######## design 1 ########
$ cat src/rtl/mul_pkg.sv
// Shared widths and types for the integer multiply unit.
// Latency: n/a (declarations only).
// Backpressure: n/a.
package mul_pkg;

   localparam int MUL_W       = 32;
   localparam int PROD_W      = 64;
   localparam int MUL_LATENCY = 4;

   typedef logic [MUL_W-1:0]  word_t;
   typedef logic [PROD_W-1:0] dword_t;

endpackage : mul_pkg

$ cat src/rtl/mul_pp17x16.sv
// Partial-product multiplier: signed 17-bit x unsigned 16-bit -> signed 33-bit.
// Latency: combinational, 0 cycles.
// Backpressure: none.
//
// Ports:
//   i_a  17-bit two's-complement operand
//   i_b  16-bit unsigned operand (treated as zero-extended to 17 bits)
//   o_p  33-bit two's-complement product (always exact: |a*b| < 2^32)
module mul_pp17x16 (
   input  logic [16:0] i_a,
   input  logic [15:0] i_b,
   output logic [32:0] o_p
);

   logic signed [32:0] w_a;
   logic signed [32:0] w_b;

   assign w_a = {{16{i_a[16]}}, i_a};
   assign w_b = {17'd0, i_b};
   assign o_p = w_a * w_b;

endmodule : mul_pp17x16

$ cat src/rtl/mul32.sv
// Fully pipelined 32x32 -> 64 multiplier, signed or unsigned per operation.
// Latency: 4 clock edges from operand sample to dest; one new op per cycle.
// Backpressure: none; the pipeline advances every cycle, consumers track validity by latency.
//
// Ports:
//   clk        system clock, rising edge
//   rst        synchronous active-high reset, clears every stage including dest
//   is_signed  1 = both operands two's-complement, 0 = both unsigned
//   src        multiplicand
//   sink       multiplier
//   dest       registered 64-bit product
module mul32
   import mul_pkg::*;
(
   input  logic        clk,
   input  logic        rst,
   input  logic        is_signed,
   input  logic [31:0] src,
   input  logic [31:0] sink,
   output logic [63:0] dest
);

   // 33-bit extension makes signed and unsigned operands one signed case:
   // bit 32 is the sign only when is_signed, otherwise a zero.
   logic [32:0] w_a_ext;
   logic [32:0] w_b_ext;

   assign w_a_ext = {is_signed & src[31],  src};
   assign w_b_ext = {is_signed & sink[31], sink};

   // S1: extended operands
   logic [32:0] r_a;
   logic [32:0] r_b;

   // Operand split: x = x_hi * 2^16 + x_lo, x_hi = x[32:16] signed, x_lo unsigned.
   // hi*hi would need a 17x17 multiplier, so it is taken as a_hi * b[31:16]
   // minus a_hi * 2^16 when b's sign bit is set (b[32] has weight -2^32).
   logic [32:0] w_p_hh;
   logic [32:0] w_p_hl;
   logic [32:0] w_p_lh;
   logic [32:0] w_p_ll;
   logic [16:0] w_corr;

   mul_pp17x16 u_pp_hh (.i_a(r_a[32:16]),         .i_b(r_b[31:16]), .o_p(w_p_hh));
   mul_pp17x16 u_pp_hl (.i_a(r_a[32:16]),         .i_b(r_b[15:0]),  .o_p(w_p_hl));
   mul_pp17x16 u_pp_lh (.i_a(r_b[32:16]),         .i_b(r_a[15:0]),  .o_p(w_p_lh));
   mul_pp17x16 u_pp_ll (.i_a({1'b0, r_a[15:0]}),  .i_b(r_b[15:0]),  .o_p(w_p_ll));

   assign w_corr = r_b[32] ? r_a[32:16] : 17'd0;

   // S2: partial products
   logic [32:0] r_p_hh;
   logic [32:0] r_p_hl;
   logic [32:0] r_p_lh;
   logic [32:0] r_p_ll;
   logic [16:0] r_corr;

   // Reduction to two terms; everything is modulo 2^64 so sign-extend then shift.
   logic [33:0] w_mid;
   dword_t      w_t_hi;
   dword_t      w_t_lo;

   assign w_mid  = {r_p_hl[32], r_p_hl} + {r_p_lh[32], r_p_lh};
   assign w_t_hi = ({{31{r_p_hh[32]}}, r_p_hh} << 32)
                 - ({{47{r_corr[16]}}, r_corr} << 48);
   assign w_t_lo = ({{30{w_mid[33]}}, w_mid} << 16)
                 + {31'd0, r_p_ll};

   // S3: two-term sum
   dword_t r_t_hi;
   dword_t r_t_lo;

   // S4: product
   dword_t r_dest;

   always_ff @(posedge clk) begin
      if (rst) begin
         r_a    <= '0;
         r_b    <= '0;
         r_p_hh <= '0;
         r_p_hl <= '0;
         r_p_lh <= '0;
         r_p_ll <= '0;
         r_corr <= '0;
         r_t_hi <= '0;
         r_t_lo <= '0;
         r_dest <= '0;
      end else begin
         r_a    <= w_a_ext;
         r_b    <= w_b_ext;
         r_p_hh <= w_p_hh;
         r_p_hl <= w_p_hl;
         r_p_lh <= w_p_lh;
         r_p_ll <= w_p_ll;
         r_corr <= w_corr;
         r_t_hi <= w_t_hi;
         r_t_lo <= w_t_lo;
         r_dest <= r_t_hi + r_t_lo;
      end
   end

   assign dest = r_dest;

endmodule : mul32

$ cat config.mk
export PLATFORM = sky130hd
export DESIGN_NAME = mul32
export DESIGN_NICKNAME = d
export VERILOG_FILES = /design/src/rtl/mul_pkg.sv /design/src/rtl/mul_pp17x16.sv /design/src/rtl/mul32.sv
export SDC_FILE = /design/constraint.sdc
export NUM_CORES = 2
export LEC_CHECK = 0
export ABC_AREA = 1
export CAP_MARGIN = 20
export CORE_MARGIN = 1.5
export CORE_UTILIZATION = 30
export CTS_BUF_LIST = sky130_fd_sc_hd__clkbuf_8 sky130_fd_sc_hd__clkbuf_16
export DETAILED_ROUTE_END_ITERATION = 12
export PLACE_DENSITY = 0.56
export SETUP_SLACK_MARGIN = 0.02
export SYNTH_ARGS = -nofsm -noshare
export SYNTH_HDL_FRONTEND = slang
export SYNTH_SLANG_ARGS = --single-unit
$ cat constraint.sdc
create_clock -name clk -period 8.1 [get_ports clk]
set_clock_uncertainty 0.05 [all_clocks]
set_input_delay 1.62 -clock clk [delete_from_list [all_inputs] [get_ports clk]]
set_output_delay 1.62 -clock clk [all_outputs]
set_load 0.02 [all_outputs]
######## design 2 ########
File: src/rtl/dm_pkg.sv
// Shared constants and address-select codes for the data memory / stack block.
package dm_pkg;

  localparam int DATA_W = 8;
  localparam int ADDR_W = 8;
  localparam logic [ADDR_W-1:0] SP_INIT = 8'hFF;

  typedef enum logic [1:0] {
    ADDR_LIT  = 2'b00,
    ADDR_REGB = 2'b01,
    ADDR_SP   = 2'b10,
    ADDR_SP1  = 2'b11
  } addr_sel_e;

endpackage

File: src/rtl/stack_pointer.sv
// Stack pointer with saturating push/pop, empty/full decode and sticky
// overflow/underflow flags.
module stack_pointer
  import dm_pkg::*;
#(
  parameter int              SP_ADDR_W = dm_pkg::ADDR_W,
  parameter logic [SP_ADDR_W-1:0] SP_RESET = dm_pkg::SP_INIT
) (
  input  logic                 clk,
  input  logic                 rst_n,
  input  logic                 inc_i,
  input  logic                 dec_i,
  input  logic                 clr_err_i,
  output logic [SP_ADDR_W-1:0] sp_o,
  output logic                 empty_o,
  output logic                 full_o,
  output logic                 ovf_o,
  output logic                 udf_o
);

  logic [SP_ADDR_W-1:0] sp_q, sp_d;
  logic                 ovf_q, ovf_d;
  logic                 udf_q, udf_d;

  // A clear and a fresh error on the same edge leave the flag set.
  always_comb begin
    sp_d  = sp_q;
    ovf_d = ovf_q;
    udf_d = udf_q;
    if (clr_err_i) begin
      ovf_d = 1'b0;
      udf_d = 1'b0;
    end
    if (dec_i && !inc_i) begin
      if (sp_q != '0) sp_d = sp_q - SP_ADDR_W'(1);
      else            ovf_d = 1'b1;
    end else if (inc_i && !dec_i) begin
      if (sp_q != SP_RESET) sp_d = sp_q + SP_ADDR_W'(1);
      else                  udf_d = 1'b1;
    end
  end

  always_ff @(posedge clk) begin
    if (!rst_n) begin
      sp_q  <= SP_RESET;
      ovf_q <= 1'b0;
      udf_q <= 1'b0;
    end else begin
      sp_q  <= sp_d;
      ovf_q <= ovf_d;
      udf_q <= udf_d;
    end
  end

  assign sp_o    = sp_q;
  assign empty_o = (sp_q == SP_RESET);
  assign full_o  = (sp_q == '0);
  assign ovf_o   = ovf_q;
  assign udf_o   = udf_q;

endmodule

File: src/rtl/data_mem_stack.sv
// Data memory with asynchronous read feeding mux B, synchronous write, and an
// integrated stack pointer for PUSH/POP/CALL/RET.
module data_mem_stack
  import dm_pkg::*;
#(
  parameter int                DATA_W  = dm_pkg::DATA_W,
  parameter int                ADDR_W  = dm_pkg::ADDR_W,
  parameter int                DEPTH   = 2 ** ADDR_W,
  parameter logic [ADDR_W-1:0] SP_INIT = dm_pkg::SP_INIT
) (
  input  logic              clk,
  input  logic              rst_n,
  input  logic [1:0]        addr_sel,
  input  logic [ADDR_W-1:0] lit,
  input  logic [ADDR_W-1:0] regB,
  input  logic [DATA_W-1:0] din,
  input  logic              w,
  input  logic              sp_inc,
  input  logic              sp_dec,
  input  logic              clr_err,
  output logic [DATA_W-1:0] dout,
  output logic [ADDR_W-1:0] sp,
  output logic              stack_empty,
  output logic              stack_full,
  output logic              ovf,
  output logic              udf
);

  logic [DATA_W-1:0] mem_q [DEPTH];
  logic [ADDR_W-1:0] addr;
  logic [ADDR_W-1:0] spPlus1;

  stack_pointer #(
    .SP_ADDR_W (ADDR_W),
    .SP_RESET  (SP_INIT)
  ) u_sp (
    .clk       (clk),
    .rst_n     (rst_n),
    .inc_i     (sp_inc),
    .dec_i     (sp_dec),
    .clr_err_i (clr_err),
    .sp_o      (sp),
    .empty_o   (stack_empty),
    .full_o    (stack_full),
    .ovf_o     (ovf),
    .udf_o     (udf)
  );

  // SP+1 wraps, so a pop from an empty stack addresses word 0.
  assign spPlus1 = sp + ADDR_W'(1);

  always_comb begin
    addr = lit;
    case (addr_sel_e'(addr_sel))
      ADDR_LIT:  addr = lit;
      ADDR_REGB: addr = regB;
      ADDR_SP:   addr = sp;
      ADDR_SP1:  addr = spPlus1;
      default:   addr = lit;
    endcase
  end

  // Memory contents survive reset; reset only blocks the write on its edge.
  always_ff @(posedge clk) begin
    if (rst_n && w) begin
      mem_q[addr] <= din;
    end
  end

  assign dout = mem_q[addr];

endmodule

File: config.mk
export PLATFORM = sky130hd
export DESIGN_NAME = data_mem_stack
export DESIGN_NICKNAME = d
export VERILOG_FILES = /design/src/rtl/dm_pkg.sv /design/src/rtl/stack_pointer.sv /design/src/rtl/data_mem_stack.sv
export SDC_FILE = /design/constraint.sdc
export NUM_CORES = 2
export LEC_CHECK = 0
export CAP_MARGIN = 0
export CORE_UTILIZATION = 45
export CTS_CLUSTER_SIZE = 28
export DETAILED_ROUTE_END_ITERATION = 10
export GPL_TIMING_DRIVEN = 0
export MAX_ROUTING_LAYER = met4
export PLACE_DENSITY = 0.59
export SKIP_LAST_GASP = 1
export SLEW_MARGIN = 20
export SYNTH_ARGS = -nofsm -noshare
export SYNTH_HDL_FRONTEND = slang
export SYNTH_SLANG_ARGS = --single-unit
File: constraint.sdc
create_clock -name clk -period 6.6 [get_ports clk]
set_input_delay 1.98 -clock clk [delete_from_list [all_inputs] [get_ports clk]]
set_output_delay 1.98 -clock clk [all_outputs]
set_load 0.005 [all_outputs]
design_2/clk_routes.png
Scale: 1 px per um.
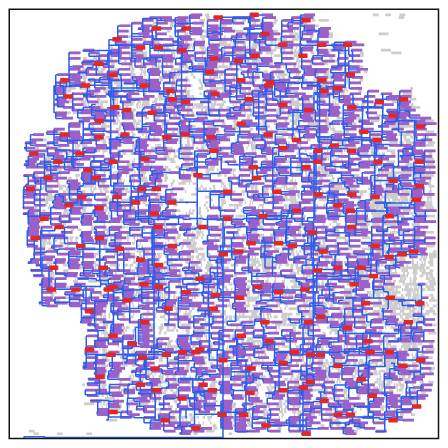
Key: clock wires = blue [length 23.6 mm]; clock drivers = red [count 206]; flip-flops = purple [count 2,058]
Position of the flops: all over the die. There are 207 routed clock nets.

==> results.json, design 2 <==
{
  "finalSetupViolations": 8,
  "clock_tree_from_tritoncts": "built",
  "post_synth_xor_area_fraction_pct": 0.04293,
  "internal-power_w": 0.02357,
  "largest_register_ffs": 2048,
  "cell_chosen_for_the_clock_root": "sky130_fd_sc_hd__clkbuf_16",
  "setup.worst_path.start": "lit[5]",
  "number_of_flops_mapped_to_enable_cells_by_yosys": 2048,
  "vias": 51582,
  "flow.area_growth_from_synthesis_pct": 19.13,
  "fin_nets": 5714,
  "clock_period_minus_final_worst_setup_slack_ns": 7.695,
  "tightest_slew_ns": 1.222,
  "failing_checks": "negative setup slack",
  "outcome": "finished with violations",
  "power_leakage_nw": 32.29,
  "critPathMaxStageDelay_ns": 0.69,
  "floorplan.rows": 155,
  "detailedRoute.firstIterationViolations": 7618,
  "p_clk_share_pct": 33.9,
  "drt_drc_violations_left": 0,
  "setup_slack_ns": -1.095,
  "place.detailed.hpwl_mm": 192.4,
  "worst_setup_path_end_kind": "primary output",
  "cts_made_buffers": 206,
  "grt_util_all_layers_pct": 31.48,
  "p_switching_w": 0.01034
}
==> design 2: worst max-delay path, delay by kind of cell <==
kind / cells / cell delay (ns)
AND/OR/NAND/NOR: 5 / 2.15
buffers and inverters: 4 / 0.94
AND-OR/OR-AND: 3 / 0.61
==> design 2: cell families after synthesis <==
group                    count (synthesis)
AND-OR/OR-AND                          583
XOR/XNOR                                 4
adder cells (fa/ha/maj)                  3
buffers and inverters                  360
flip-flops                            2058
multiplexers                           505
AND/OR/NAND/NOR                       1766
==> design 2: per-layer routing <==
layer / global-route usage [%] / part of all wire (%) / vias to the layer above
met2: 46.07 / 45 / 3366
met5: - / 0 / -
met1: 41.34 / 38 / 26184
met4: 16.10 / 5.8 / 0
li1: - / - / 21380
met3: 7.036 / 11 / 652
==> design 2: layout make-up <==
cell class	count	share of cell area, %
well taps	2355	3.031
repair buffers	199	2.631
flip-flops and latches	2058	63.47
multi-input cells	2861	20.55
clock inverters	138	1.164
plain buffers	347	3.554
clock buffers	245	5.563
diodes	5	0.01287
inverters	6	0.02317
design_1/placement.png
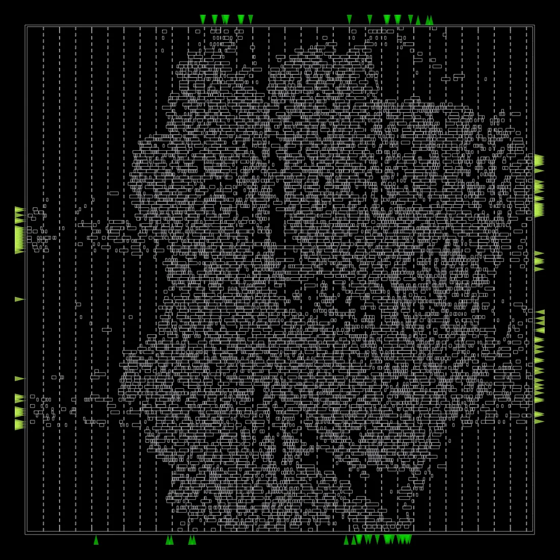
standard cell core area: 0.1874 mm^2
num rows: 159
sequential portion of the cell area: 11.51%
number of fillers in the final layout: 20,029
non-filler cells in the finished layout: 9,928

design_1/clk_routes.png
Scale: 1 px per um.
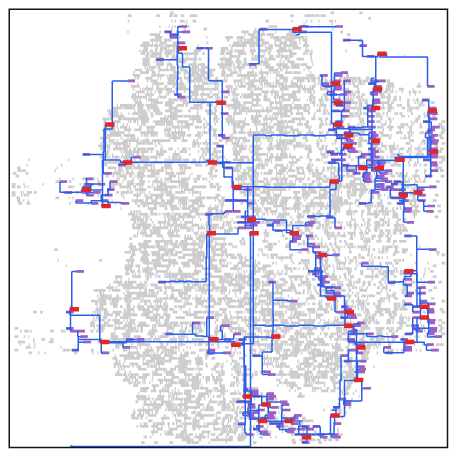
Key: clock drivers = red [count 51]; clock wires = blue [length 7,280 um]; flip-flops = purple [count 359]
There are 52 routed clock nets.

==> results.json, design 1 <==
{
  "layout_top_cells": "sky130_fd_sc_hd__inv_1 (2,205), sky130_fd_sc_hd__nand2_1 (1,616), sky130_fd_sc_hd__fa_1 (1,013)",
  "htree_num_levels": 2,
  "clock_period_minus_final_worst_setup_slack_ns": 7.058,
  "met2_layer_usage_reported_by_global_route_pct": 30.29,
  "layout_top_cell_excl_fill_tap": "sky130_fd_sc_hd__inv_1",
  "final_hold_viol_count": 0,
  "ctsHoldBuffers": 0,
  "grt-busiest-layer": "met2",
  "post_syn_area_mm2": 0.05644,
  "cts.reportedPaths.clkPinSlew_ns": 0.07,
  "largest_register_ffs": 64,
  "cp_num_buf_inv": 3,
  "fa_ha_area_share_pct": 45.89,
  "final-clk-cell-share_pct": 2.955,
  "outcome": "complete, no violations",
  "tool_warnings": 26,
  "vias": 44497,
  "yosys_reported_design_area_after_synthesis_mm2": 0.05644,
  "synthesis.instances": 7393,
  "min_delay_worst_endpoint": "dest[3]",
  "insertedDiodeCount": 2
}
## design 1: how the worst max path moves through the flow
stage,from,endpoint,slack (ns),cells after the start
6_report,r_b[2],r_p_hl[27],1.04,19
2_1_floorplan,r_b[32],r_p_lh[29],2.37,21
5_1_grt,r_b[2],r_p_hl[27],0.65,19
3_3_place_gp,r_a[32],r_p_hl[30],1.04,20
4_1_cts,r_a[32],r_p_hl[30],1.03,20
3_5_place_dp,r_a[32],r_p_hl[30],1.05,20
## design 1: power by group
group | total, W | switching (W) | leakage (nW) | internal, W
logic | 0.00631 | 0.00411 | 31.3 | 0.00219
clock network | 0.00249 | 0.00100 | 0.929 | 0.00148
registers | 0.00250 | 0.000321 | 2.96 | 0.00218
## design 1: stage by stage
stage	utilization, %	std cells	cell area (um^2)
after floorplan	-	7393	56440
after global placement	32.33	9830	60580
after detailed placement	32.33	9830	60580
after CTS	33.31	9925	62430
after global routing	33.33	9926	62460
final	33.33	9928	62460

######## design 3 ########
design_3/placement.png
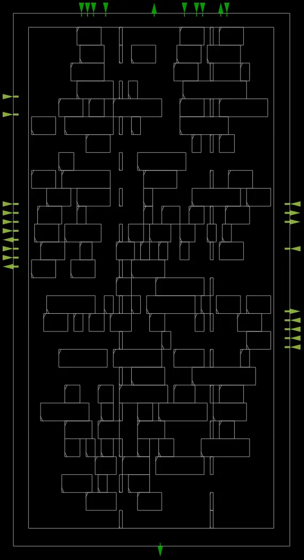

<file path="src/rtl/intr_ctrl.sv">
// Interrupt controller with per-channel edge/level capture, sticky status,
// per-channel masking and a stretched CPU interrupt pulse.
//
// Every source is captured into a sticky status bit whether or not its channel
// is masked. The mask only affects the summary outputs and pulse triggering. A
// trigger occurs when a masked-in bit becomes pending. Unmasking a bit that is
// already pending also counts as a trigger. Each trigger starts or extends a
// pulse on bus_intr_o that lasts STRETCH cycles after the last trigger.
//
// Ports:
//   clk            clock
//   reset_i        synchronous active-high reset
//   intr_signal_i  source requests, one per channel
//   intr_level_i   per-channel mode: 1 = level, 0 = rising edge
//   intr_mask_i    per-channel enable
//   intr_set_i     software-set strobe
//   intr_clear_i   clear strobe
//   intr_status_o  latched pending status
//   intr_pending_o any masked-in channel pending
//   intr_vector_o  lowest masked-in pending index, 0 when none
//   bus_intr_o     stretched CPU interrupt line (registered)

module intr_ctrl #(
  parameter int unsigned NUM_INTR = 4,
  parameter int unsigned STRETCH  = 8
) (
  input  logic                                        clk,
  input  logic                                        reset_i,
  input  logic [NUM_INTR-1:0]                         intr_signal_i,
  input  logic [NUM_INTR-1:0]                         intr_level_i,
  input  logic [NUM_INTR-1:0]                         intr_mask_i,
  input  logic [NUM_INTR-1:0]                         intr_set_i,
  input  logic [NUM_INTR-1:0]                         intr_clear_i,
  output logic [NUM_INTR-1:0]                         intr_status_o,
  output logic                                        intr_pending_o,
  output logic [((NUM_INTR > 1) ? $clog2(NUM_INTR) : 1)-1:0] intr_vector_o,
  output logic                                        bus_intr_o
);

  localparam int unsigned VW = (NUM_INTR > 1) ? $clog2(NUM_INTR) : 1;
  localparam int unsigned CW = $clog2(STRETCH + 1);

  localparam logic [CW-1:0] StretchCnt = CW'(STRETCH);
  localparam logic [CW-1:0] CntOne     = CW'(1);

  localparam logic [0:0] StIdle  = 1'b0;
  localparam logic [0:0] StPulse = 1'b1;

  // State
  logic [NUM_INTR-1:0] sig_q;
  logic [NUM_INTR-1:0] mask_q;
  logic [NUM_INTR-1:0] status_q, status_d;
  logic [0:0]          state_q, state_d;
  logic [CW-1:0]       cnt_q, cnt_d;
  logic                bus_q, bus_d;

  // Combinational
  logic [NUM_INTR-1:0] intr_event;
  logic [NUM_INTR-1:0] active;
  logic                trigger;

  // Edge channels see a one-cycle event on a 0->1 transition. Level channels
  // see an event every cycle the source is high. A level channel therefore
  // re-sets its status bit right after a clear while its source stays high.
  assign intr_event = (intr_level_i & intr_signal_i) |
                      (~intr_level_i & intr_signal_i & ~sig_q);

  // Clear is applied first, so a set or event in the same cycle wins.
  assign status_d = (status_q & ~intr_clear_i) | intr_event | intr_set_i;

  // A bit triggers when it is enabled and pending next cycle but was not
  // enabled-and-pending this cycle. This catches new events and unmask-while-pending.
  assign trigger = |(status_d & intr_mask_i & ~(status_q & mask_q));

  // Pulse FSM. The counter reloads on every trigger and stops at 1, where the
  // FSM returns to idle. It never wraps, and it holds its value while idle.
  always_comb begin
    state_d = state_q;
    cnt_d   = cnt_q;
    case (state_q)
      StIdle: begin
        if (trigger) begin
          state_d = StPulse;
          cnt_d   = StretchCnt;
        end
      end
      StPulse: begin
        if (trigger) begin
          cnt_d = StretchCnt;
        end else if (cnt_q == CntOne) begin
          state_d = StIdle;
        end else begin
          cnt_d = cnt_q - CntOne;
        end
      end
      default: begin
        state_d = StIdle;
      end
    endcase
  end

  // The registered line mirrors the next state, so it is high exactly while in PULSE.
  assign bus_d = (state_d == StPulse);

  always_ff @(posedge clk) begin
    if (reset_i) begin
      sig_q    <= '0;
      mask_q   <= '0;
      status_q <= '0;
      state_q  <= StIdle;
      cnt_q    <= '0;
      bus_q    <= 1'b0;
    end else begin
      sig_q    <= intr_signal_i;
      mask_q   <= intr_mask_i;
      status_q <= status_d;
      state_q  <= state_d;
      cnt_q    <= cnt_d;
      bus_q    <= bus_d;
    end
  end

  // Outputs
  assign active         = status_q & intr_mask_i;
  assign intr_status_o  = status_q;
  assign intr_pending_o = |active;
  assign bus_intr_o     = bus_q;

  // Priority encoder. The loop scans from the top, so the lowest set index wins.
  always_comb begin
    intr_vector_o = '0;
    for (int i = int'(NUM_INTR) - 1; i >= 0; i--) begin
      if (active[i]) begin
        intr_vector_o = VW'(i);
      end
    end
  end

endmodule

</file>
<file path="config.mk">
export PLATFORM = sky130hd
export DESIGN_NAME = intr_ctrl
export DESIGN_NICKNAME = d
export VERILOG_FILES = /design/src/rtl/intr_ctrl.sv
export SDC_FILE = /design/constraint.sdc
export NUM_CORES = 1
export LEC_CHECK = 0
export CELL_PAD_IN_SITES_DETAIL_PLACEMENT = 1
export CELL_PAD_IN_SITES_GLOBAL_PLACEMENT = 1
export CORE_AREA = 2 2 40 79
export CTS_BUF_LIST = sky130_fd_sc_hd__clkbuf_8
export DETAILED_ROUTE_END_ITERATION = 6
export DIE_AREA = 0 0 42 81
export PLACE_DENSITY_LB_ADDON = 0.1
export SKIP_LAST_GASP = 1
export SYNTH_ARGS = -nofsm -noshare
export SYNTH_HDL_FRONTEND = slang
export SYNTH_SLANG_ARGS = --single-unit
</file>
<file path="constraint.sdc">
create_clock -name clk -period 3.6 [get_ports clk]
set_clock_uncertainty 0.15 [all_clocks]
set_input_delay 0.72 -clock clk [delete_from_list [all_inputs] [get_ports clk]]
set_output_delay 0.72 -clock clk [all_outputs]
set_load 0.03 [all_outputs]
</file>
######## design 4 ########
`src/rtl/serpent_sbox_layer_seq.sv`:
```
// Sequential Serpent S-box layer: applies forward or inverse S-box k to a
// bitsliced 128-bit block, LANES slices per cycle, with valid/ready on both sides.
module serpent_sbox_layer_seq #(
  parameter int LANES = 8
) (
  input  logic         i_clk,
  input  logic         i_rst,
  input  logic         i_valid,
  output logic         o_ready,
  input  logic         i_inverse,
  input  logic [2:0]   i_sbox_index,
  input  logic [31:0]  i_word_0,
  input  logic [31:0]  i_word_1,
  input  logic [31:0]  i_word_2,
  input  logic [31:0]  i_word_3,
  output logic         o_valid,
  input  logic         i_ready,
  output logic [31:0]  o_word_0,
  output logic [31:0]  o_word_1,
  output logic [31:0]  o_word_2,
  output logic [31:0]  o_word_3,
  output logic [127:0] o_data
);

  localparam int N  = 32 / LANES;
  localparam int CW = (N > 1) ? $clog2(N) : 1;

  if (LANES != 1 && LANES != 2 && LANES != 4 && LANES != 8 && LANES != 16 && LANES != 32) begin : gBadLanes
    $error("serpent_sbox_layer_seq: LANES must be 1, 2, 4, 8, 16 or 32");
  end

  // Forward tables S0..S7, entry x held in bits [4x+3:4x].
  localparam logic [63:0] FwdTab [8] = '{
    64'hC907_24DE_B56A_1F83,
    64'h43D6_8EB1_A509_72CF,
    64'h25B0_4E1D_FAC3_9768,
    64'hE57A_421D_369C_8BF0,
    64'hD7E9_A452_6B0C_38F1,
    64'h176D_8E30_C9A4_B25F,
    64'h0A3D_F19E_B648_5C27,
    64'h6539_AC47_B28E_0FD1
  };

  typedef enum logic [1:0] {IDLE, BUSY, DONE} state_e;

  state_e          state_q, state_d;
  logic [CW-1:0]   cnt_q, cnt_d;
  logic [127:0]    in_q, in_d;
  logic [127:0]    out_q, out_d;
  logic            inv_q, inv_d;
  logic [2:0]      idx_q, idx_d;
  logic            load;
  logic            last;

  // The inverse is found by searching the forward table for the matching output.
  function automatic logic [3:0] sbox(input logic inv, input logic [2:0] k, input logic [3:0] x);
    logic [3:0] res;
    logic [3:0] jj;
    res = FwdTab[k][{x, 2'b00} +: 4];
    if (inv) begin
      res = 4'd0;
      for (int j = 0; j < 16; j++) begin
        jj = 4'(j);
        if (FwdTab[k][{jj, 2'b00} +: 4] == x) res = jj;
      end
    end
    return res;
  endfunction

  assign last = (cnt_q == CW'(N - 1));
  assign load = i_valid && ((state_q == IDLE) || (state_q == DONE && i_ready));

  always_ff @(posedge i_clk) begin
    if (i_rst) state_q <= IDLE;
    else       state_q <= state_d;
  end

  always_comb begin
    state_d = state_q;
    case (state_q)
      IDLE: if (i_valid) state_d = BUSY;
      BUSY: if (last) state_d = DONE;
      DONE: if (i_ready) state_d = i_valid ? BUSY : IDLE;
      default: state_d = IDLE;
    endcase
  end

  always_comb begin
    o_ready = 1'b0;
    o_valid = 1'b0;
    case (state_q)
      IDLE: o_ready = !i_rst;
      DONE: begin
        o_valid = 1'b1;
        o_ready = i_ready && !i_rst;
      end
      default: ;
    endcase
  end

  always_comb begin
    logic [4:0] pos;
    logic [3:0] nib;
    logic [3:0] y;
    in_d  = in_q;
    inv_d = inv_q;
    idx_d = idx_q;
    cnt_d = cnt_q;
    out_d = out_q;
    pos   = 5'd0;
    nib   = 4'd0;
    y     = 4'd0;
    if (load) begin
      in_d  = {i_word_3, i_word_2, i_word_1, i_word_0};
      inv_d = i_inverse;
      idx_d = i_sbox_index;
      cnt_d = '0;
    end else if (state_q == BUSY) begin
      for (int l = 0; l < LANES; l++) begin
        pos = 5'(int'(cnt_q) * LANES + l);
        nib = {in_q[{2'd3, pos}], in_q[{2'd2, pos}], in_q[{2'd1, pos}], in_q[{2'd0, pos}]};
        y   = sbox(inv_q, idx_q, nib);
        out_d[{2'd0, pos}] = y[0];
        out_d[{2'd1, pos}] = y[1];
        out_d[{2'd2, pos}] = y[2];
        out_d[{2'd3, pos}] = y[3];
      end
      if (!last) cnt_d = cnt_q + 1'b1;
    end
  end

  always_ff @(posedge i_clk) begin
    if (i_rst) begin
      cnt_q <= '0;
      in_q  <= '0;
      out_q <= '0;
      inv_q <= 1'b0;
      idx_q <= 3'd0;
    end else begin
      cnt_q <= cnt_d;
      in_q  <= in_d;
      out_q <= out_d;
      inv_q <= inv_d;
      idx_q <= idx_d;
    end
  end

  assign o_data   = out_q;
  assign o_word_0 = out_q[31:0];
  assign o_word_1 = out_q[63:32];
  assign o_word_2 = out_q[95:64];
  assign o_word_3 = out_q[127:96];

endmodule

```
`config.mk`:
```
export PLATFORM = sky130hd
export DESIGN_NAME = serpent_sbox_layer_seq
export DESIGN_NICKNAME = d
export VERILOG_FILES = /design/src/rtl/serpent_sbox_layer_seq.sv
export SDC_FILE = /design/constraint.sdc
export NUM_CORES = 1
export LEC_CHECK = 0
export ABC_AREA = 1
export CAP_MARGIN = 20
export CORE_MARGIN = 1.5
export CORE_UTILIZATION = 40
export DETAILED_ROUTE_END_ITERATION = 12
export GPL_TIMING_DRIVEN = 1
export PLACE_DENSITY = 0.65
export SLEW_MARGIN = 0
export SYNTH_ARGS = -nofsm -noshare
export SYNTH_HDL_FRONTEND = slang
export SYNTH_SLANG_ARGS = --single-unit
```
`constraint.sdc`:
```
create_clock -name i_clk -period 4 [get_ports i_clk]
set_input_delay 0.8 -clock i_clk [delete_from_list [all_inputs] [get_ports i_clk]]
set_output_delay 0.8 -clock i_clk [all_outputs]
set_load 0.01 [all_outputs]
```
######## design 5 ########
`src/rtl/mips_pkg.sv`:
```
// rtl/mips_pkg.sv - shared pipeline constants for the hazard scoreboard
package mips_pkg;

  localparam int NREG  = 32;
  localparam int LAT_W = 3;
  localparam int CNT_W = 32;

  localparam logic [LAT_W-1:0] LAT_ALU  = 3'd0;
  localparam logic [LAT_W-1:0] LAT_LOAD = 3'd1;
  localparam logic [LAT_W-1:0] LAT_MUL  = 3'd4;
  localparam logic [LAT_W-1:0] LAT_DIV  = 3'd7;

  localparam logic [4:0] REG_ZERO = 5'd0;

endpackage

```
`src/rtl/sb_entry.sv`:
```
// rtl/sb_entry.sv - one per-register countdown cell of the hazard scoreboard
module sb_entry #(
  parameter int LAT_W = 3
) (
  input  logic             clk,
  input  logic             rst_n,
  input  logic             load,
  input  logic             dec,
  input  logic [LAT_W-1:0] lat,
  output logic [LAT_W-1:0] cnt,
  output logic             nz
);

  // A new issue reloads the latency and wins over the decrement; otherwise count down to zero.
  always_ff @(posedge clk or negedge rst_n) begin
    if (!rst_n) begin
      cnt <= '0;
    end else if (load) begin
      cnt <= lat;
    end else if (dec && (cnt != '0)) begin
      cnt <= cnt - {{(LAT_W-1){1'b0}}, 1'b1};
    end
  end

  assign nz = (cnt != '0);

endmodule

```
`src/rtl/hazard_scoreboard.sv`:
```
// rtl/hazard_scoreboard.sv - ID-stage RAW/WAW stall detection from per-register countdowns
module hazard_scoreboard #(
  parameter int NREG  = mips_pkg::NREG,
  parameter int LAT_W = mips_pkg::LAT_W,
  parameter int CNT_W = mips_pkg::CNT_W
) (
  input  logic             clk_i,
  input  logic             rst_n_i,
  input  logic             hold_i,
  input  logic             flush_i,
  input  logic [4:0]       ID_rs_i,
  input  logic [4:0]       ID_rt_i,
  input  logic             ID_rs_use_i,
  input  logic             ID_rt_use_i,
  input  logic             ID_RegWrite_i,
  input  logic [4:0]       ID_dest_i,
  input  logic [LAT_W-1:0] ID_lat_i,
  output logic             stall_o,
  output logic             waw_o,
  output logic             busy_o,
  output logic [CNT_W-1:0] stall_cnt_o
);

  import mips_pkg::REG_ZERO;

  logic [LAT_W-1:0] cnt_arr [NREG];
  logic [NREG-1:0]  nz;
  logic             raw_rs;
  logic             raw_rt;
  logic             issue;

  // r0 is hardwired: always ready, never busy.
  assign cnt_arr[0] = '0;
  assign nz[0]      = 1'b0;

  for (genvar r = 1; r < NREG; r++) begin : g_entry
    logic load;
    assign load = issue && ID_RegWrite_i && (ID_dest_i == 5'(r));
    sb_entry #(.LAT_W(LAT_W)) u_entry (
      .clk   (clk_i),
      .rst_n (rst_n_i),
      .load  (load),
      .dec   (!hold_i),
      .lat   (ID_lat_i),
      .cnt   (cnt_arr[r]),
      .nz    (nz[r])
    );
  end

  // Hazard terms use the pre-edge counts, so a register that is both source and dest sees its old value.
  always_comb begin
    raw_rs  = ID_rs_use_i && (ID_rs_i != REG_ZERO) && (cnt_arr[ID_rs_i] != '0);
    raw_rt  = ID_rt_use_i && (ID_rt_i != REG_ZERO) && (cnt_arr[ID_rt_i] != '0);
    waw_o   = ID_RegWrite_i && (ID_dest_i != REG_ZERO) && (cnt_arr[ID_dest_i] > ID_lat_i);
    stall_o = !flush_i && (raw_rs || raw_rt || waw_o);
    issue   = !hold_i && !flush_i && !stall_o;
    busy_o  = |nz;
  end

  // Performance counter: counts edges that actually hold the pipeline, saturating at all-ones.
  always_ff @(posedge clk_i or negedge rst_n_i) begin
    if (!rst_n_i) begin
      stall_cnt_o <= '0;
    end else if (stall_o && !hold_i && (stall_cnt_o != {CNT_W{1'b1}})) begin
      stall_cnt_o <= stall_cnt_o + {{(CNT_W-1){1'b0}}, 1'b1};
    end
  end

endmodule
```
`config.mk`:
```
export PLATFORM = sky130hd
export DESIGN_NAME = hazard_scoreboard
export DESIGN_NICKNAME = d
export VERILOG_FILES = /design/src/rtl/mips_pkg.sv /design/src/rtl/sb_entry.sv /design/src/rtl/hazard_scoreboard.sv
export SDC_FILE = /design/constraint.sdc
export NUM_CORES = 1
export LEC_CHECK = 0
export ABC_CLOCK_PERIOD_IN_PS = 7700
export CAP_MARGIN = 25
export CORE_AREA = 4 4 186 188
export CTS_CLUSTER_SIZE = 25
export DETAILED_ROUTE_END_ITERATION = 6
export DIE_AREA = 0 0 190 192
export GPL_TIMING_DRIVEN = 0
export PLACE_DENSITY = 0.55
export SLEW_MARGIN = 20
export SYNTH_ARGS = -nofsm -noshare
export SYNTH_HDL_FRONTEND = slang
export SYNTH_HIERARCHICAL = 1
export SYNTH_SLANG_ARGS = --single-unit
export TNS_END_PERCENT = 10
```
`constraint.sdc`:
```
create_clock -name clk_i -period 7.7 [get_ports clk_i]
set_clock_uncertainty 0.2 [all_clocks]
set_input_delay 1.155 -clock clk_i [delete_from_list [all_inputs] [get_ports clk_i]]
set_output_delay 1.155 -clock clk_i [all_outputs]
set_load 0.005 [all_outputs]
```
design_4/io_fan.png
Scale: 2 px per um.
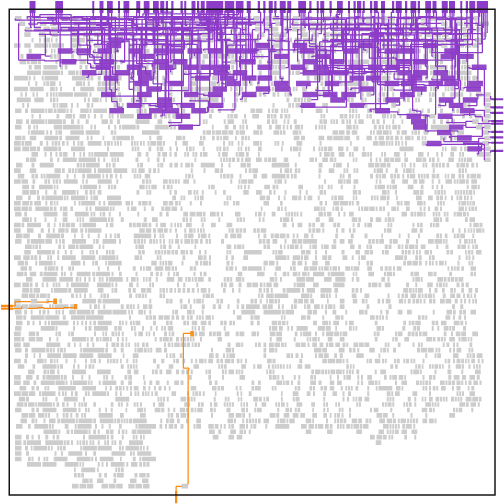
Key: o_data = purple [direction output, end cells 128, buffers 128, wire 8,400 um]; i_sbox_index = orange [direction input, end cells 3, buffers 3, wire 140 um]

design_4/placement.png
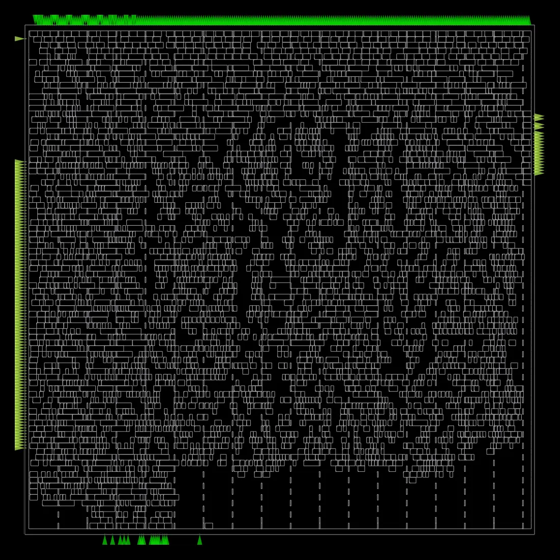
non-filler cells in the finished layout: 4,712
Flops: 264

==> results.json, design 4 <==
{
  "rr_worst_depth": 15,
  "die-area_mm2": 0.05864,
  "numClockSinks": 264,
  "critPathLaunchType": "flip-flop",
  "synth.yosys.num_cells": 3750,
  "final.setup_skew_ns": 0.01250,
  "worst_setup_path_end_kind": "flip-flop",
  "grt_pass1_wl_mm": 163.7,
  "grt_util_all_layers_pct": 36.83,
  "layout_top_cells": "sky130_fd_sc_hd__nand2_1 (907), sky130_fd_sc_hd__nor2_1 (463), sky130_fd_sc_hd__o21ai_0 (441)",
  "outcome": "complete, no violations",
  "cts_resized": 0,
  "port_buffers": 393,
  "r2r-end": "o_data[36]",
  "finalSetupViolations": 0,
  "worstHoldStart": "in_q[37]",
  "drv_slew": 0,
  "clock_period_minus_final_worst_setup_slack_ns": 3.858,
  "post-synth-top-area-fraction_pct": 23.10
}
design 4: stage by stage:
step           utilization (%)  total power [W]
2_1_floorplan                -         0.006592
5_1_grt                  49.23          0.01233
4_1_cts                  49.13          0.01158
3_5_place_dp             47.34         0.008792
6_report                 49.24          0.01179
3_3_place_gp             47.34         0.008804
design 4: sequential cells by signal, indices dropped and copies added (netlist names):
signal   flops
in_q       128
state_q      2
inv_q        1
cnt_q        2
idx_q        3
o_data     128
design 4: cells in the mapped netlist (all sizes together), types with 15 or more instances:
master	count
o221ai	15
nand3	196
xor2	186
nor3	39
xnor2	32
nor2	479
dfxtp	264
clkbuf	118
o211ai	58
a21oi	267
nand4	43
nand2	935
inv	200
buf	288
o21a	24
nor4	15
o21ai	475
design 4: power breakdown:
group	switching, W	internal [W]
Clock	0.00114	0.00167
Sequential	0.000133	0.00280
Combinational	0.00412	0.00193
design 4: area by class of cell:
class	instances	area, um^2
multi-input cells	2870	14450
inverters	210	800.8
fillers	5938	28680
well taps	756	945.9
clock buffers	40	837.1
diodes	1	2.502
clock inverters	14	172.7
repair buffers	557	5323
flip-flops and latches	264	5286
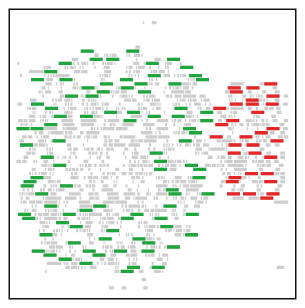
design_5/flops_by_reg.png
Scale: 1.5 px per um. Other cells in grey.
Key: g_entry.u_entry/cnt = green [placed flops 93]; stall_cnt_o = red [placed flops 32, where right middle]

==> results.json, design 5 <==
{
  "die.size.x_um": 190,
  "clock_path_buffers": 2,
  "synthesis.instances": 1089,
  "drtAntennaViolNets": 0,
  "drive_gt1_share_pct": 11.37,
  "finalCoreUtilization_pct": 34.94,
  "drv_cap": 0,
  "rr_worst_depth": 15,
  "max-vdd-ir-drop_uv": 196.2,
  "n_all_inverters": 83,
  "post_synth_xor_area_fraction_pct": 2.784,
  "fillCellCount": 3403,
  "outcome": "complete, no violations",
  "met3WireLength_mm": 1.426,
  "post-synth-top-area-fraction_pct": 32.08,
  "synthesis.yosys.warnings": 6,
  "numPlacedInstances": 1597,
  "met2_wirelength_mm": 13.49,
  "synthSimpleGateAreaFrac_pct": 27.10,
  "detailed_route_wl_mm": 29.39,
  "async_flop_share_pct": 100.0,
  "seq-cell-share_pct": 27.04,
  "port_buffers": 55,
  "vias": 8605,
  "r2r-end": "g_entry[4].u_entry/cnt[0]",
  "worst-path-stages": 14,
  "pre_cts_ws_ns": 0.5329,
  "setup.worst_path.start": "ID_dest_i[0]",
  "buf_share_pct": 6.900,
  "cell_chosen_for_the_clock_root": "sky130_fd_sc_hd__clkbuf_16"
}
[design 5: synth_stat cells, types with 21 or more instances]
| library cell | n |
|---|---|
| sky130_fd_sc_hd__ha_1 | 66 |
| sky130_fd_sc_hd__nand2b_4 | 31 |
| sky130_fd_sc_hd__nor2_1 | 110 |
| sky130_fd_sc_hd__mux4_2 | 31 |
| sky130_fd_sc_hd__nand2_1 | 148 |
| sky130_fd_sc_hd__nor3_1 | 50 |
| sky130_fd_sc_hd__nand3_1 | 74 |
| sky130_fd_sc_hd__a31o_1 | 31 |
| sky130_fd_sc_hd__a211o_1 | 32 |
| sky130_fd_sc_hd__dfrtp_1 | 125 |
| sky130_fd_sc_hd__inv_1 | 81 |
| sky130_fd_sc_hd__o21ai_1 | 31 |
| sky130_fd_sc_hd__a21oi_1 | 36 |
| sky130_fd_sc_hd__xor2_1 | 21 |
| sky130_fd_sc_hd__o21ai_0 | 37 |
| sky130_fd_sc_hd__mux2i_1 | 35 |
| sky130_fd_sc_hd__nor4_1 | 21 |
[design 5: report_power, final]
group	switching (W)	total (W)	leakage [nW]	internal, W
Clock	0.000307	0.000817	0.286	0.000510
Sequential	0.000407	0.00134	1.48	0.000932
Combinational	0.000850	0.00173	3.21	0.000876
design_3/layer_met2.png
Scale: 8 px per um.
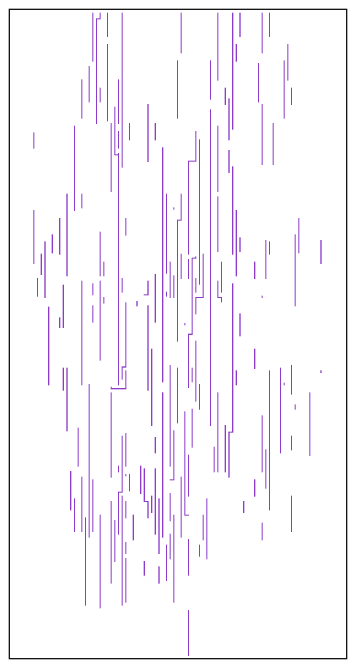
The layer holds 54% of the routed length. The layer carries 1,030 um of wire. 124 nets have wire on it.

Notes on design_3/placement.png above:
Tapcell Cnt: 30
Flops: 17
Layout Utilization: 41.53%
standard cell core area: 0.002838 mm^2

==> results.json, design 3 <==
{
  "power-top-group": "sequential cells",
  "critical_path.most_common_cell": "sky130_fd_sc_hd__clkdlybuf4s50_1",
  "tool_warnings": 27,
  "fillCellCount": 336,
  "critical_path.max_fanout": 4,
  "die.size.x_um": 42,
  "drt_drc_violations_left": 0,
  "insertedDiodeCount": 0,
  "port_buffers": 29,
  "cell_chosen_for_the_clock_root": "sky130_fd_sc_hd__clkbuf_8",
  "fa_ha_area_share_pct": 3.091,
  "post_synth_ao_oa_area_fraction_pct": 19.78,
  "outcome": "complete, no violations",
  "synthSimpleGateAreaFrac_pct": 27.20,
  "floorplan.rows": 28,
  "power_leakage_nw": 0.4724,
  "numClockSinks": 17,
  "htree_num_levels": 1,
  "slew_headroom_pct": 59.24,
  "setup_repair_after_global_routing_missed_its_margin": "no",
  "worst_setup_path_end_kind": "primary output",
  "synth.yosys.num_cells": 79,
  "worstHoldPathType": "flip-flop to flip-flop",
  "tns_setup_ns": 0,
  "timing.critical_path.required_ns": 2.73,
  "route.detailed.wl_per_inst_um": 13.45,
  "finalSetupViolations": 0,
  "post-synth-top-area-cell": "sky130_fd_sc_hd__dfxtp_1",
  "detailedRoute.firstIterationViolations": 8,
  "power_frac_seq_pct": 46.2
}
## design 3: area by class of cell
class	instances	area share, %
clock inverters	1	0.3185
well taps	30	3.185
clock buffers	3	3.503
inverters	6	1.911
multi-input cells	55	37.58
repair buffers	29	24.63
flip-flops and latches	17	28.87
## design 3: final timing paths
check	slack [ns]	to	cells past startpoint
setup / recovery	0.44	intr_vector_o[1]	4
hold / removal	0.41	intr_status_o[0]	3
setup reg to reg	1.85	cnt_q[1]	6
hold reg to reg	0.41	intr_status_o[0]	3
## design 3: stage by stage
step                      utilization [%]  setup slack, ns  hold WS [ns]  cells
after CTS                           41.53           0.4292        0.4198    141
after global routing                41.53           0.3634        0.4572    141
after global placement              39.95           0.4847        0.3938    137
after detailed placement            39.95           0.4253        0.4004    137
after floorplan                         -            1.337        0.3708     79
final                               41.53           0.4394        0.4100    141
## design 3: metal layers
metal	track usage, %	vias up
li1	-	339
met5	0	-
met1	13.86	337
met3	2.889	5
met2	21.41	28
met4	7.742	0
## design 3: sequential cells by signal (all words and copies together) (netlist names)
name	cells
bus_intr_o	1
intr_status_o	4
sig_q	4
mask_q	4
cnt_q	4

==> screenshots <==
Cell classes on the final placement.
Plate I
Scale: 4 px per um.
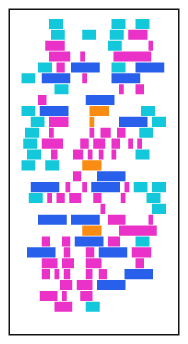
Plate II
Scale: 1 px per um.
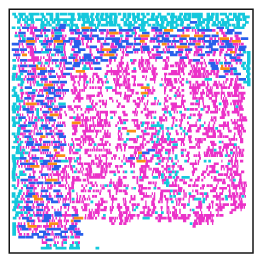
Plate III
Scale: 1.5 px per um.
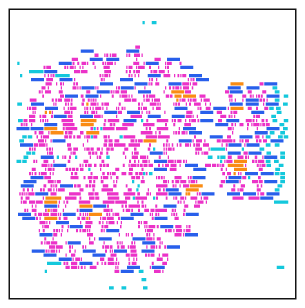
Plate III -> design 5
Plate II -> design 4
Plate I -> design 3
The one with the fewest cells is Plate I.
The one with the most sequential cells is Plate II.


######## design 6 ########
design_6/clk_routes.png
Scale: 2 px per um.
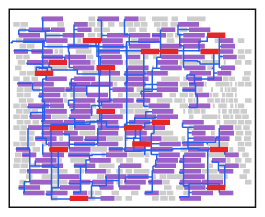
design_6/placement_by_type.png
Scale: 2 px per um.
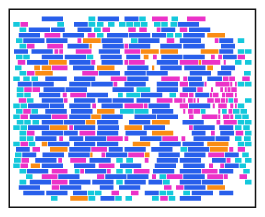
$ cat src/rtl/io_print_rr_arbiter_pkg.sv
// Shared definitions for the two-core print arbiter: round-robin encodings,
// default sizes and the grant decision.
package io_print_rr_arbiter_pkg;

    typedef enum logic {
        RR_LAST_CORE0 = 1'b0,
        RR_LAST_CORE1 = 1'b1
    } rr_last_e;

    localparam int DEFAULT_DATA_WIDTH = 32;
    localparam int DEFAULT_FIFO_DEPTH = 4;

    // Returns 1'b1 when core 1 wins; under contention the core not served last wins.
    function automatic logic grant_core1(input logic req0, input logic req1, input rr_last_e last);
        logic g;
        if (req0 && req1) begin
            g = (last == RR_LAST_CORE0) ? 1'b1 : 1'b0;
        end else if (req1) begin
            g = 1'b1;
        end else begin
            g = 1'b0;
        end
        return g;
    endfunction

endpackage

$ cat src/rtl/io_print_fifo.sv
// Synchronous FIFO holding {core_id, data} print entries; power-of-two depth
// so the pointers wrap naturally.
module io_print_fifo
    import io_print_rr_arbiter_pkg::*;
#(
    parameter int WIDTH = DEFAULT_DATA_WIDTH + 1,
    parameter int DEPTH = DEFAULT_FIFO_DEPTH
) (
    input  logic             clk,
    input  logic             reset,
    input  logic             push,
    input  logic             pop,
    input  logic [WIDTH-1:0] wr_data,
    output logic [WIDTH-1:0] rd_data,
    output logic             full,
    output logic             empty
);

    localparam int PTR_W = $clog2(DEPTH);
    localparam int CNT_W = PTR_W + 1;
    localparam logic [PTR_W-1:0] PTR_ONE = PTR_W'(1);
    localparam logic [CNT_W-1:0] CNT_ONE = CNT_W'(1);
    localparam logic [CNT_W-1:0] CNT_MAX = CNT_W'(DEPTH);

    logic [WIDTH-1:0] mem_r [DEPTH];
    logic [PTR_W-1:0] wr_ptr_r;
    logic [PTR_W-1:0] rd_ptr_r;
    logic [CNT_W-1:0] count_r;
    logic             do_push_s;
    logic             do_pop_s;

    assign full      = (count_r == CNT_MAX);
    assign empty     = (count_r == {CNT_W{1'b0}});
    assign do_push_s = push && !full;
    assign do_pop_s  = pop && !empty;
    assign rd_data   = mem_r[rd_ptr_r];

    // Storage array; contents are don't-care while the pointers say empty.
    always_ff @(posedge clk) begin
        if (do_push_s) begin
            mem_r[wr_ptr_r] <= wr_data;
        end
    end

    // Pointer and occupancy bookkeeping.
    always_ff @(posedge clk) begin
        if (!reset) begin
            wr_ptr_r <= {PTR_W{1'b0}};
            rd_ptr_r <= {PTR_W{1'b0}};
            count_r  <= {CNT_W{1'b0}};
        end else begin
            if (do_push_s) begin
                wr_ptr_r <= wr_ptr_r + PTR_ONE;
            end
            if (do_pop_s) begin
                rd_ptr_r <= rd_ptr_r + PTR_ONE;
            end
            case ({do_push_s, do_pop_s})
                2'b10:   count_r <= count_r + CNT_ONE;
                2'b01:   count_r <= count_r - CNT_ONE;
                default: count_r <= count_r;
            endcase
        end
    end

endmodule

$ cat src/rtl/io_print_rr_arbiter.sv
// Round-robin arbiter merging two cores' print requests into one buffered,
// registered hex-display stream.
module io_print_rr_arbiter
    import io_print_rr_arbiter_pkg::*;
#(
    parameter int DATA_WIDTH = DEFAULT_DATA_WIDTH,
    parameter int FIFO_DEPTH = DEFAULT_FIFO_DEPTH
) (
    input  logic                  clk,
    input  logic                  reset,
    input  logic                  req_core0,
    input  logic [DATA_WIDTH-1:0] data_core0,
    input  logic                  req_core1,
    input  logic [DATA_WIDTH-1:0] data_core1,
    input  logic                  print_ready,
    output logic                  ack_core0,
    output logic                  ack_core1,
    output logic                  print_hex_enable,
    output logic [DATA_WIDTH-1:0] print_output,
    output logic                  print_core_id,
    output logic                  fifo_full
);

    rr_last_e              rr_last_r;
    logic                  grant_s;
    logic                  push_s;
    logic                  pop_s;
    logic                  full_s;
    logic                  empty_s;
    logic [DATA_WIDTH:0]   wr_entry_s;
    logic [DATA_WIDTH:0]   rd_entry_s;

    // Grant, push/pop decisions and acks; everything is suppressed during reset.
    always_comb begin
        grant_s    = grant_core1(req_core0, req_core1, rr_last_r);
        push_s     = reset && (req_core0 || req_core1) && !full_s;
        pop_s      = reset && !empty_s && print_ready;
        ack_core0  = push_s && !grant_s;
        ack_core1  = push_s && grant_s;
        wr_entry_s = grant_s ? {1'b1, data_core1} : {1'b0, data_core0};
    end

    assign fifo_full = full_s && reset;

    io_print_fifo #(
        .WIDTH (DATA_WIDTH + 1),
        .DEPTH (FIFO_DEPTH)
    ) u_fifo (
        .clk     (clk),
        .reset   (reset),
        .push    (push_s),
        .pop     (pop_s),
        .wr_data (wr_entry_s),
        .rd_data (rd_entry_s),
        .full    (full_s),
        .empty   (empty_s)
    );

    // Round-robin history follows whichever core was accepted.
    always_ff @(posedge clk) begin
        if (!reset) begin
            rr_last_r <= RR_LAST_CORE1;
        end else if (push_s) begin
            rr_last_r <= grant_s ? RR_LAST_CORE1 : RR_LAST_CORE0;
        end else begin
            rr_last_r <= rr_last_r;
        end
    end

    // Output strobe carries the popped entry for exactly one cycle.
    always_ff @(posedge clk) begin
        if (!reset) begin
            print_hex_enable <= 1'b0;
            print_output     <= {DATA_WIDTH{1'b0}};
            print_core_id    <= 1'b0;
        end else if (pop_s) begin
            print_hex_enable <= 1'b1;
            print_output     <= rd_entry_s[DATA_WIDTH-1:0];
            print_core_id    <= rd_entry_s[DATA_WIDTH];
        end else begin
            print_hex_enable <= 1'b0;
            print_output     <= {DATA_WIDTH{1'b0}};
            print_core_id    <= 1'b0;
        end
    end

endmodule

$ cat config.mk
export PLATFORM = sky130hd
export DESIGN_NAME = io_print_rr_arbiter
export DESIGN_NICKNAME = d
export VERILOG_FILES = /design/src/rtl/io_print_rr_arbiter_pkg.sv /design/src/rtl/io_print_fifo.sv /design/src/rtl/io_print_rr_arbiter.sv
export SDC_FILE = /design/constraint.sdc
export NUM_CORES = 1
export LEC_CHECK = 0
export CORE_ASPECT_RATIO = 0.8
export CORE_UTILIZATION = 57
export CTS_CLUSTER_SIZE = 30
export DETAILED_ROUTE_END_ITERATION = 10
export PLACE_DENSITY = 0.84
export SKIP_CTS_REPAIR_TIMING = 1
export SYNTH_ARGS = -nofsm -noshare
export SYNTH_HDL_FRONTEND = slang
export SYNTH_SLANG_ARGS = --single-unit
$ cat constraint.sdc
create_clock -name clk -period 3.52 [get_ports clk]
set_input_delay 0.704 -clock clk [delete_from_list [all_inputs] [get_ports clk]]
set_output_delay 0.704 -clock clk [all_outputs]
set_load 0.005 [all_outputs]
==> results.json <==
{
  "outcome": "complete, no violations",
  "finalCoreUtilization_pct": 76.19,
  "drt_drc_violations_left": 0,
  "die.size.x_um": 122.4,
  "clock_tree_from_tritoncts": "built",
  "tightest_slew_ns": 0.9189,
  "rr_worst_depth": 9,
  "post_syn_area_mm2": 0.006605,
  "grt_pass1_wl_mm": 19.51,
  "timing.fmax_mhz": 339.2,
  "min_delay_worst_endpoint": "u_fifo.count_r[2]",
  "antenna_found_initial": 0,
  "post-synth-top-area-fraction_pct": 60.01,
  "grt_util_all_layers_pct": 22.83,
  "synthesis.nets": 413,
  "final.setup_skew_ns": 0.008220,
  "htree_num_levels": 4,
  "synthesis.instances": 338,
  "syn_avg_cell_area_um2": 19.54,
  "fp.coreArea_mm2": 0.01106,
  "wl_met1_mm": 5.010,
  "final_hold_viol_count": 0,
  "fin_nets": 528,
  "vias": 3486,
  "timing.reg2reg.setup_slack_ns": 1.04,
  "cts.reportedPaths.clkPinSlew_ns": 0.06,
  "tool_warnings": 29,
  "slew_headroom_pct": 38.74
}
About design_6/clk_routes.png:
Key: clock wires = blue [length 1,740 um]; clock drivers = red [count 17]; flip-flops = purple [count 174]
There are 18 routed clock nets.

About design_6/placement_by_type.png:
Key: clock drivers and dummy loads = orange [cells 32]; sequential cells = blue [cells 174]; remaining buffers and delay cells = cyan [cells 114]; combinational and other logic = magenta [cells 146]

-- power groups by stage --
| stage | sequential [W] | combinational [W] | clock, W |
|---|---|---|---|
| 2_1_floorplan | 0.00251 | 0.000474 | 0 |
| 3_3_place_gp | 0.00255 | 0.000678 | 0 |
| 3_5_place_dp | 0.00257 | 0.000697 | 0 |
| 4_1_cts | 0.00252 | 0.000704 | 0.00188 |
| 5_1_grt | 0.00254 | 0.000754 | 0.00195 |
| 6_report | 0.00252 | 0.000695 | 0.00185 |
-- flip-flops by register name (all words and copies together) (netlist names) --
signal	count
u_fifo.rd_ptr_r	2
u_fifo.wr_ptr_r	2
rr_last_r	1
u_fifo.mem_r	132
print_output	32
u_fifo.count_r	3
print_core_id	1
print_hex_enable	1
-- cell type report --
class,instances,area (um^2)
Clock inverter,9,108.9
Sequential cell,174,4807
Tap cell,144,180.2
Clock buffer,23,488.0
Timing Repair Buffer,114,1169
Fill cell,645,2634
Multi-Input combinational cell,138,1644
Inverter,8,30.03
-- per-stage QoR --
step	cell area, um^2	cells
floorplan	6605	338
global placement	7830	578
detailed placement	7830	578
CTS	8427	610
global route	8427	610
finish	8427	610


==> notes/layouts.md <==
Pictures saved along the way, in no particular order.

Clock network drawn from the DEF.
panel A
Scale: 1.5 px per um.
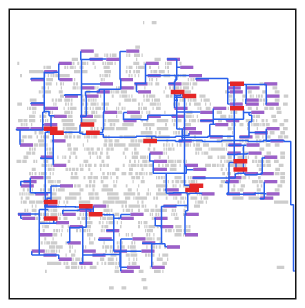
panel B
Scale: 1 px per um.
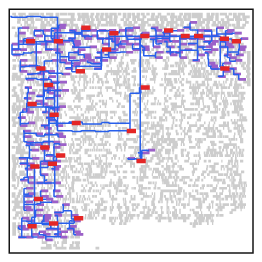
panel C
Scale: 4 px per um.
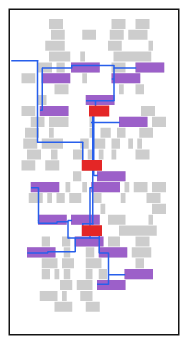
- panel B = design 4
- panel C = design 3
- panel A = design 5

Power figures rest on the tool's default switching activity, not on a simulated workload.
